# ---- design 1 ----
Fig. 1: design 1, nets reached from selected ports
The bar under the picture is 50 um long.
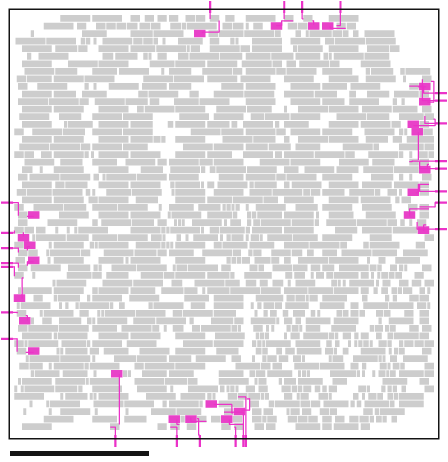
**config.mk**
```make
export PLATFORM = sky130hd
export DESIGN_NAME = ioctl_sdram_loader
export DESIGN_NICKNAME = d
export VERILOG_FILES = /design/src/rtl/ioctl_sdram_loader.sv
export SDC_FILE = /design/constraint.sdc
export NUM_CORES = 1
export LEC_CHECK = 0
export CAP_MARGIN = 20
export CORE_UTILIZATION = 60
export DETAILED_ROUTE_END_ITERATION = 10
export GPL_ROUTABILITY_DRIVEN = 0
export GPL_TIMING_DRIVEN = 0
export PLACE_DENSITY_LB_ADDON = 0.05
export SLEW_MARGIN = 5
export SYNTH_ARGS = -nofsm -noshare
export SYNTH_HDL_FRONTEND = slang
export SYNTH_SLANG_ARGS = --single-unit
```
**constraint.sdc**
```tcl
create_clock -name clk -period 9.6 [get_ports clk]
set_clock_uncertainty 0.15 [all_clocks]
set_input_delay 1.92 -clock clk [delete_from_list [all_inputs] [get_ports clk]]
set_output_delay 1.92 -clock clk [all_outputs]
set_load 0.01 [all_outputs]
```
**src/rtl/ioctl_sdram_loader.sv**
```systemverilog
// Purpose : relocates HPS ioctl download bytes into SDRAM regions and arbitrates the SDRAM port with the core.
// Latency : ioctl_wr to sdram_req is 2 cycles when idle (push, pop in IDLE, then WREQ).
// Backpres: no stall toward ioctl; bytes arriving to a full FIFO are dropped and flagged in overrun.
//
// Ports:
//   clk, reset          - system clock, asynchronous active-high reset
//   ioctl_*             - HPS download port (download, index, wr strobe, addr, data)
//   core_*              - core SDRAM request port, passed through when the loader is idle
//   sdram_*             - SDRAM controller req/ready port
//   hold_reset          - holds the core in reset while a load is in progress or draining
//   load_done           - one-cycle pulse once every byte of a non-empty load has landed
//   overrun, range_err  - sticky drop flags, cleared at the start of each download
//   byte_count          - bytes written to SDRAM in the current load
module ioctl_sdram_loader #(
    parameter int unsigned FIFO_DEPTH = 8,
    parameter logic [24:0] ROM_BASE   = 25'h000000,
    parameter logic [24:0] CART_BASE  = 25'h010000,
    parameter logic [24:0] ROM_MAX    = 25'h010000,
    parameter logic [24:0] CART_MAX   = 25'h010000
) (
    input  logic        clk,
    input  logic        reset,
    input  logic        ioctl_download,
    input  logic [7:0]  ioctl_index,
    input  logic        ioctl_wr,
    input  logic [24:0] ioctl_addr,
    input  logic [7:0]  ioctl_data,
    input  logic [24:0] core_addr,
    input  logic [7:0]  core_din,
    input  logic        core_req,
    input  logic        core_rnw,
    output logic        core_ready,
    output logic [24:0] sdram_addr,
    output logic [7:0]  sdram_din,
    output logic        sdram_req,
    output logic        sdram_rnw,
    input  logic        sdram_ready,
    output logic        hold_reset,
    output logic        load_done,
    output logic        overrun,
    output logic        range_err,
    output logic [24:0] byte_count
);

    localparam int unsigned AW = $clog2(FIFO_DEPTH);

    typedef struct packed {
        logic [24:0] addr;
        logic [7:0]  data;
    } entry_t;

    typedef enum logic [1:0] {IDLE, WREQ, GAP, PASS} state_t;

    state_t      state;
    entry_t      fifo_mem [FIFO_DEPTH];
    logic [AW:0] wr_ptr;
    logic [AW:0] rd_ptr;
    logic        fifo_empty;
    logic        fifo_full;
    entry_t      fifo_head;

    entry_t      in_entry;
    logic        in_vld;
    logic        in_bad;
    logic        pop;
    logic        push;
    logic        drop_full;

    logic        dl_q;
    logic        dl_rise;
    logic        pushed;
    logic        done_now;
    logic [24:0] ld_addr;
    logic [7:0]  ld_din;

    // Extra pointer bit distinguishes full from empty when the indices match.
    assign fifo_empty = (wr_ptr == rd_ptr);
    assign fifo_full  = (wr_ptr[AW] != rd_ptr[AW]) && (wr_ptr[AW-1:0] == rd_ptr[AW-1:0]);
    assign fifo_head  = fifo_mem[rd_ptr[AW-1:0]];

    assign dl_rise = ioctl_download & ~dl_q;

    // Relocation and range check of the incoming byte.
    always_comb begin
        in_vld   = 1'b0;
        in_bad   = 1'b0;
        in_entry = '{addr: 25'd0, data: ioctl_data};
        if (ioctl_wr && ioctl_download) begin
            if (ioctl_index == 8'd0) begin
                if (ioctl_addr < ROM_MAX) begin
                    in_vld        = 1'b1;
                    in_entry.addr = ROM_BASE + ioctl_addr;
                end else begin
                    in_bad = 1'b1;
                end
            end else if (ioctl_index == 8'd1) begin
                if (ioctl_addr < CART_MAX) begin
                    in_vld        = 1'b1;
                    in_entry.addr = CART_BASE + ioctl_addr;
                end else begin
                    in_bad = 1'b1;
                end
            end
        end
    end

    // A pop in the same cycle frees a slot, so a full FIFO still accepts.
    assign pop       = (state == IDLE) && !fifo_empty;
    assign push      = in_vld && (!fifo_full || pop);
    assign drop_full = in_vld && fifo_full && !pop;

    // Completion of a load: nothing left to download, queue or write. Also
    // covers a download that ends after its last byte already drained.
    assign done_now = pushed && !ioctl_download && fifo_empty &&
                      ((state == GAP) || (state == IDLE));

    always_ff @(posedge clk) begin
        if (push) begin
            fifo_mem[wr_ptr[AW-1:0]] <= in_entry;
        end
    end

    always_ff @(posedge clk or posedge reset) begin
        if (reset) begin
            state      <= IDLE;
            wr_ptr     <= '0;
            rd_ptr     <= '0;
            ld_addr    <= '0;
            ld_din     <= '0;
            dl_q       <= 1'b0;
            pushed     <= 1'b0;
            byte_count <= '0;
            overrun    <= 1'b0;
            range_err  <= 1'b0;
            load_done  <= 1'b0;
            hold_reset <= 1'b0;
        end else begin
            dl_q       <= ioctl_download;
            load_done  <= done_now;
            hold_reset <= ioctl_download || !fifo_empty || (state != IDLE);

            if (push) begin
                wr_ptr <= wr_ptr + 1'b1;
            end
            if (pop) begin
                rd_ptr <= rd_ptr + 1'b1;
            end

            // New download clears the per-load flags; a drop in that same
            // cycle still registers.
            if (dl_rise) begin
                overrun   <= drop_full;
                range_err <= in_bad;
                pushed    <= push;
            end else begin
                overrun   <= overrun | drop_full;
                range_err <= range_err | in_bad;
                if (done_now) begin
                    pushed <= 1'b0;
                end else if (push) begin
                    pushed <= 1'b1;
                end
            end

            if (dl_rise) begin
                byte_count <= '0;
            end else if ((state == WREQ) && sdram_ready) begin
                byte_count <= byte_count + 25'd1;
            end

            case (state)
                IDLE: begin
                    if (!fifo_empty) begin
                        ld_addr <= fifo_head.addr;
                        ld_din  <= fifo_head.data;
                        state   <= WREQ;
                    end else if (core_req) begin
                        state <= PASS;
                    end
                end
                WREQ: begin
                    if (sdram_ready) begin
                        state <= GAP;
                    end
                end
                GAP: begin
                    state <= IDLE;
                end
                PASS: begin
                    if (sdram_ready || !core_req) begin
                        state <= IDLE;
                    end
                end
                default: state <= IDLE;
            endcase
        end
    end

    // The core owns the controller port only in PASS; otherwise the loader
    // registers drive it and req is high only while a write is outstanding.
    always_comb begin
        if (state == PASS) begin
            sdram_addr = core_addr;
            sdram_din  = core_din;
            sdram_req  = core_req;
            sdram_rnw  = core_rnw;
            core_ready = sdram_ready;
        end else begin
            sdram_addr = ld_addr;
            sdram_din  = ld_din;
            sdram_req  = (state == WREQ);
            sdram_rnw  = 1'b0;
            core_ready = 1'b0;
        end
    end

endmodule

```
==> summary.txt <==
flow finished, numbers: Buf+Inv Stages, Crit Path=3, mapped cell area=13900 sq um, Top cell area share=57.2%, Warnings, synthesis=0, endpoint class of the critical path=output pin, post-synth cell types=53, CP Capture Point=sdram_addr[7], main logic family after synthesis=multiplexers, Flop area=9780 sq um, CLK BUF=49, Worst Reg-to-Reg Cells=7, hold_buf cts=0, highest metal used=met4, M1 GR Usage=37.0%, AND-OR/OR-AND share of the synthesized area=4.15%, Top cell excl fill/tap=edfxtp_1, yosys xor share=1.14%, CTS tree=built, Leakage=6.27 nW, Final TNS setup=0 ns, placed cell count=1282, sequential power share=38.9%, Die ar.=23700 sq um, Sw Pwr=1.27 mW, count of cells resized by post-cts repair=0, flop share of the area=56.5%, status=complete, no violations, Via density=5.96, Logic area=4060 sq um
Notes on Fig. 1 above:
- core_addr: magenta (direction input; end cells 25; buffers 25; wire 337 um)
I/O Buffers: 145
# IOs: 146


# ---- design 2 ----
Fig. 2: design 2, where the registers sit
The bar under the picture is 20 um long. Other sequential cells in the stronger gray, the rest of the logic in the fainter gray.
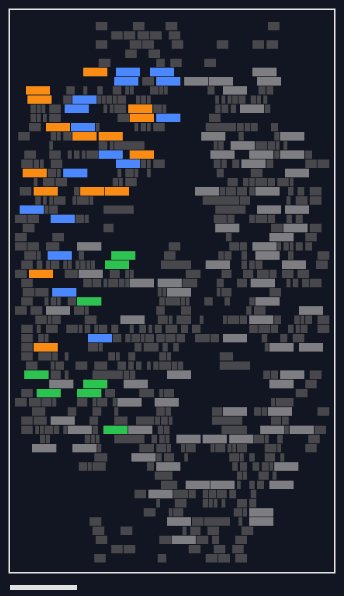
==> src/rtl/d_mem_pkg.sv <==
// Shared types and constants for the data-side memory bridge and its helpers.
package d_mem_pkg;

   typedef enum logic [1:0] {
      S_IDLE  = 2'd0,
      S_BEAT0 = 2'd1,
      S_BEAT1 = 2'd2,
      S_DONE  = 2'd3
   } bridge_state_t;

   localparam logic CMD_READ  = 1'b0;
   localparam logic CMD_WRITE = 1'b1;

   // Byte-lane base offsets within a 16-bit word; use as [LANE_x +: 8].
   localparam int LANE_HI = 8;
   localparam int LANE_LO = 0;

endpackage

==> src/rtl/d_mem_beat_timer.sv <==
// Per-beat wait counter: cleared on start, counts stalled cycles, flags expiry.
module d_mem_beat_timer #(
   parameter int TIMEOUT_CYCLES = 15
) (
   input  logic clk,
   input  logic rst,
   input  logic start,
   input  logic active,
   input  logic ack,
   output logic expire
);

   localparam int CW = (TIMEOUT_CYCLES < 2) ? 1 : $clog2(TIMEOUT_CYCLES);
   localparam logic [CW-1:0] LAST = CW'((TIMEOUT_CYCLES > 0) ? TIMEOUT_CYCLES - 1 : 0);

   logic [CW-1:0] cnt;

   always_ff @(posedge clk) begin
      if (rst || start)
         cnt <= '0;
      else if (active && !ack && cnt != LAST)
         cnt <= cnt + 1'b1;
   end

   // Expires on the stalled edge that would make the wait count reach the limit.
   assign expire = (TIMEOUT_CYCLES != 0) && active && !ack && (cnt == LAST);

endmodule

==> src/rtl/d_mem_bridge8.sv <==
// Splits 16-bit core data accesses into one or two req/ack beats on an 8-bit bus.
module d_mem_bridge8
   import d_mem_pkg::*;
#(
   parameter int TIMEOUT_CYCLES = 15,
   parameter int CNT_W          = 16
) (
   input  logic             clk,
   input  logic             rst,
   input  logic             d_mem_assert,
   input  logic             d_mem_cmd,
   input  logic [15:0]      d_mem_addr,
   input  logic             d_mem_be0,
   input  logic             d_mem_be1,
   input  logic [15:0]      d_mem_data_out,
   output logic [15:0]      d_mem_data_in,
   output logic             d_mem_rdy,
   output logic             d_mem_err,
   output logic             mem_req,
   output logic             mem_we,
   output logic [15:0]      mem_addr,
   output logic [7:0]       mem_wdata,
   input  logic [7:0]       mem_rdata,
   input  logic             mem_ack,
   output logic [CNT_W-1:0] perf_xfers
);

   bridge_state_t state;
   logic          cmd_q;
   logic          word_q;
   logic [15:1]   addr_hi_q;
   logic [7:0]    wlo_q;
   logic [15:0]   asm_q;
   logic          to_q;
   logic          beat_start;
   logic          expire;
   logic          word_in;

   assign word_in    = d_mem_be0 & d_mem_be1;
   assign beat_start = ((state == S_IDLE) && d_mem_assert && (d_mem_be0 | d_mem_be1)) ||
                       ((state == S_BEAT0) && mem_ack && word_q);

   d_mem_beat_timer #(.TIMEOUT_CYCLES(TIMEOUT_CYCLES)) u_timer (
      .clk    (clk),
      .rst    (rst),
      .start  (beat_start),
      .active (mem_req),
      .ack    (mem_ack),
      .expire (expire)
   );

   always_ff @(posedge clk) begin
      if (rst) begin
         state         <= S_IDLE;
         cmd_q         <= CMD_READ;
         word_q        <= 1'b0;
         addr_hi_q     <= '0;
         wlo_q         <= '0;
         asm_q         <= '0;
         to_q          <= 1'b0;
         d_mem_data_in <= '0;
         d_mem_rdy     <= 1'b0;
         d_mem_err     <= 1'b0;
         mem_req       <= 1'b0;
         mem_we        <= 1'b0;
         mem_addr      <= '0;
         mem_wdata     <= '0;
         perf_xfers    <= '0;
      end else begin
         d_mem_rdy <= 1'b0;
         d_mem_err <= 1'b0;
         case (state)
            S_IDLE: begin
               if (d_mem_assert) begin
                  cmd_q     <= d_mem_cmd;
                  word_q    <= word_in;
                  addr_hi_q <= d_mem_addr[15:1];
                  wlo_q     <= d_mem_data_out[LANE_LO +: 8];
                  asm_q     <= '0;
                  to_q      <= 1'b0;
                  if (d_mem_be0 | d_mem_be1) begin
                     state     <= S_BEAT0;
                     mem_req   <= 1'b1;
                     mem_we    <= d_mem_cmd;
                     mem_addr  <= word_in ? {d_mem_addr[15:1], 1'b0} : d_mem_addr;
                     mem_wdata <= word_in ? d_mem_data_out[LANE_HI +: 8]
                                          : d_mem_data_out[LANE_LO +: 8];
                  end else begin
                     state <= S_DONE;
                  end
               end
            end
            S_BEAT0, S_BEAT1: begin
               // An ack on the expiry edge takes priority over the timeout.
               if (mem_ack) begin
                  if (cmd_q == CMD_READ) begin
                     if (!word_q)
                        asm_q <= {8'h00, mem_rdata};
                     else if (state == S_BEAT0)
                        asm_q <= {mem_rdata, 8'h00};
                     else
                        asm_q <= {asm_q[15:8], mem_rdata};
                  end
                  if (word_q && state == S_BEAT0) begin
                     state     <= S_BEAT1;
                     mem_addr  <= {addr_hi_q, 1'b1};
                     mem_wdata <= wlo_q;
                  end else begin
                     state   <= S_DONE;
                     mem_req <= 1'b0;
                     mem_we  <= 1'b0;
                  end
               end else if (expire) begin
                  state   <= S_DONE;
                  mem_req <= 1'b0;
                  mem_we  <= 1'b0;
                  to_q    <= 1'b1;
               end
            end
            S_DONE: begin
               state         <= S_IDLE;
               d_mem_rdy     <= 1'b1;
               d_mem_err     <= to_q;
               d_mem_data_in <= (to_q || cmd_q == CMD_WRITE) ? 16'h0000 : asm_q;
               perf_xfers    <= perf_xfers + 1'b1;
            end
            default: state <= S_IDLE;
         endcase
      end
   end

endmodule
==> config.mk <==
export PLATFORM = sky130hd
export DESIGN_NAME = d_mem_bridge8
export DESIGN_NICKNAME = d
export VERILOG_FILES = /design/src/rtl/d_mem_pkg.sv /design/src/rtl/d_mem_beat_timer.sv /design/src/rtl/d_mem_bridge8.sv
export SDC_FILE = /design/constraint.sdc
export NUM_CORES = 1
export LEC_CHECK = 0
export CAP_MARGIN = 20
export CORE_ASPECT_RATIO = 1.75
export CORE_UTILIZATION = 30
export DETAILED_ROUTE_END_ITERATION = 7
export SYNTH_ARGS = -nofsm -noshare
export SYNTH_HDL_FRONTEND = slang
export SYNTH_HIERARCHICAL = 1
export SYNTH_SLANG_ARGS = --single-unit
==> constraint.sdc <==
create_clock -name clk -period 2.9 [get_ports clk]
set_input_delay 0.29 -clock clk [delete_from_list [all_inputs] [get_ports clk]]
set_output_delay 0.29 -clock clk [all_outputs]
set_load 0.005 [all_outputs]
==> summary.txt <==
flow finished, numbers: status=complete, no violations, Clock Tree Buf Depth=2, Hold Vio Cnt, Final=0, main area contributors=dfxtp_1, a21oi_1, mux2i_1, placed cell count=792, wire length on met2=6.04 mm, Late-Pin Clk Latency=0.35 ns, hold_buf cts=0, Logic pwr share=38.2%, CP Capture Point=to_q, Levels on crit path=6, Comb area share=37.2%, highest metal used=met4, met3 Resource Use GR=3.61%, endpoint class of the critical path=flip-flop, Int Power=3.38 mW, H-tree Lvls=3
About Fig. 2:
- mem_wdata: green (flops 8)
- mem_addr: blue (flops 16)
- addr_hi_q: orange (flops 15; where upper left)
P_seq: 1.93 mW
flop share of the area: 34.8%
Flop area: 2160 sq um



==> screenshots <==
Routing congestion.
image #1
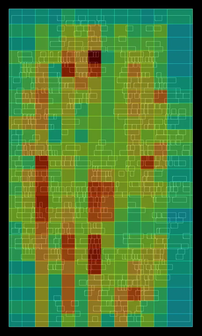
image #2
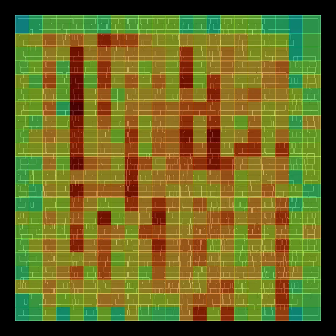
design 1 -> image #2
design 2 -> image #1
The one with the most wire per cell is image #2.

No activity file was given, so power comes from the tool's default toggle rates.
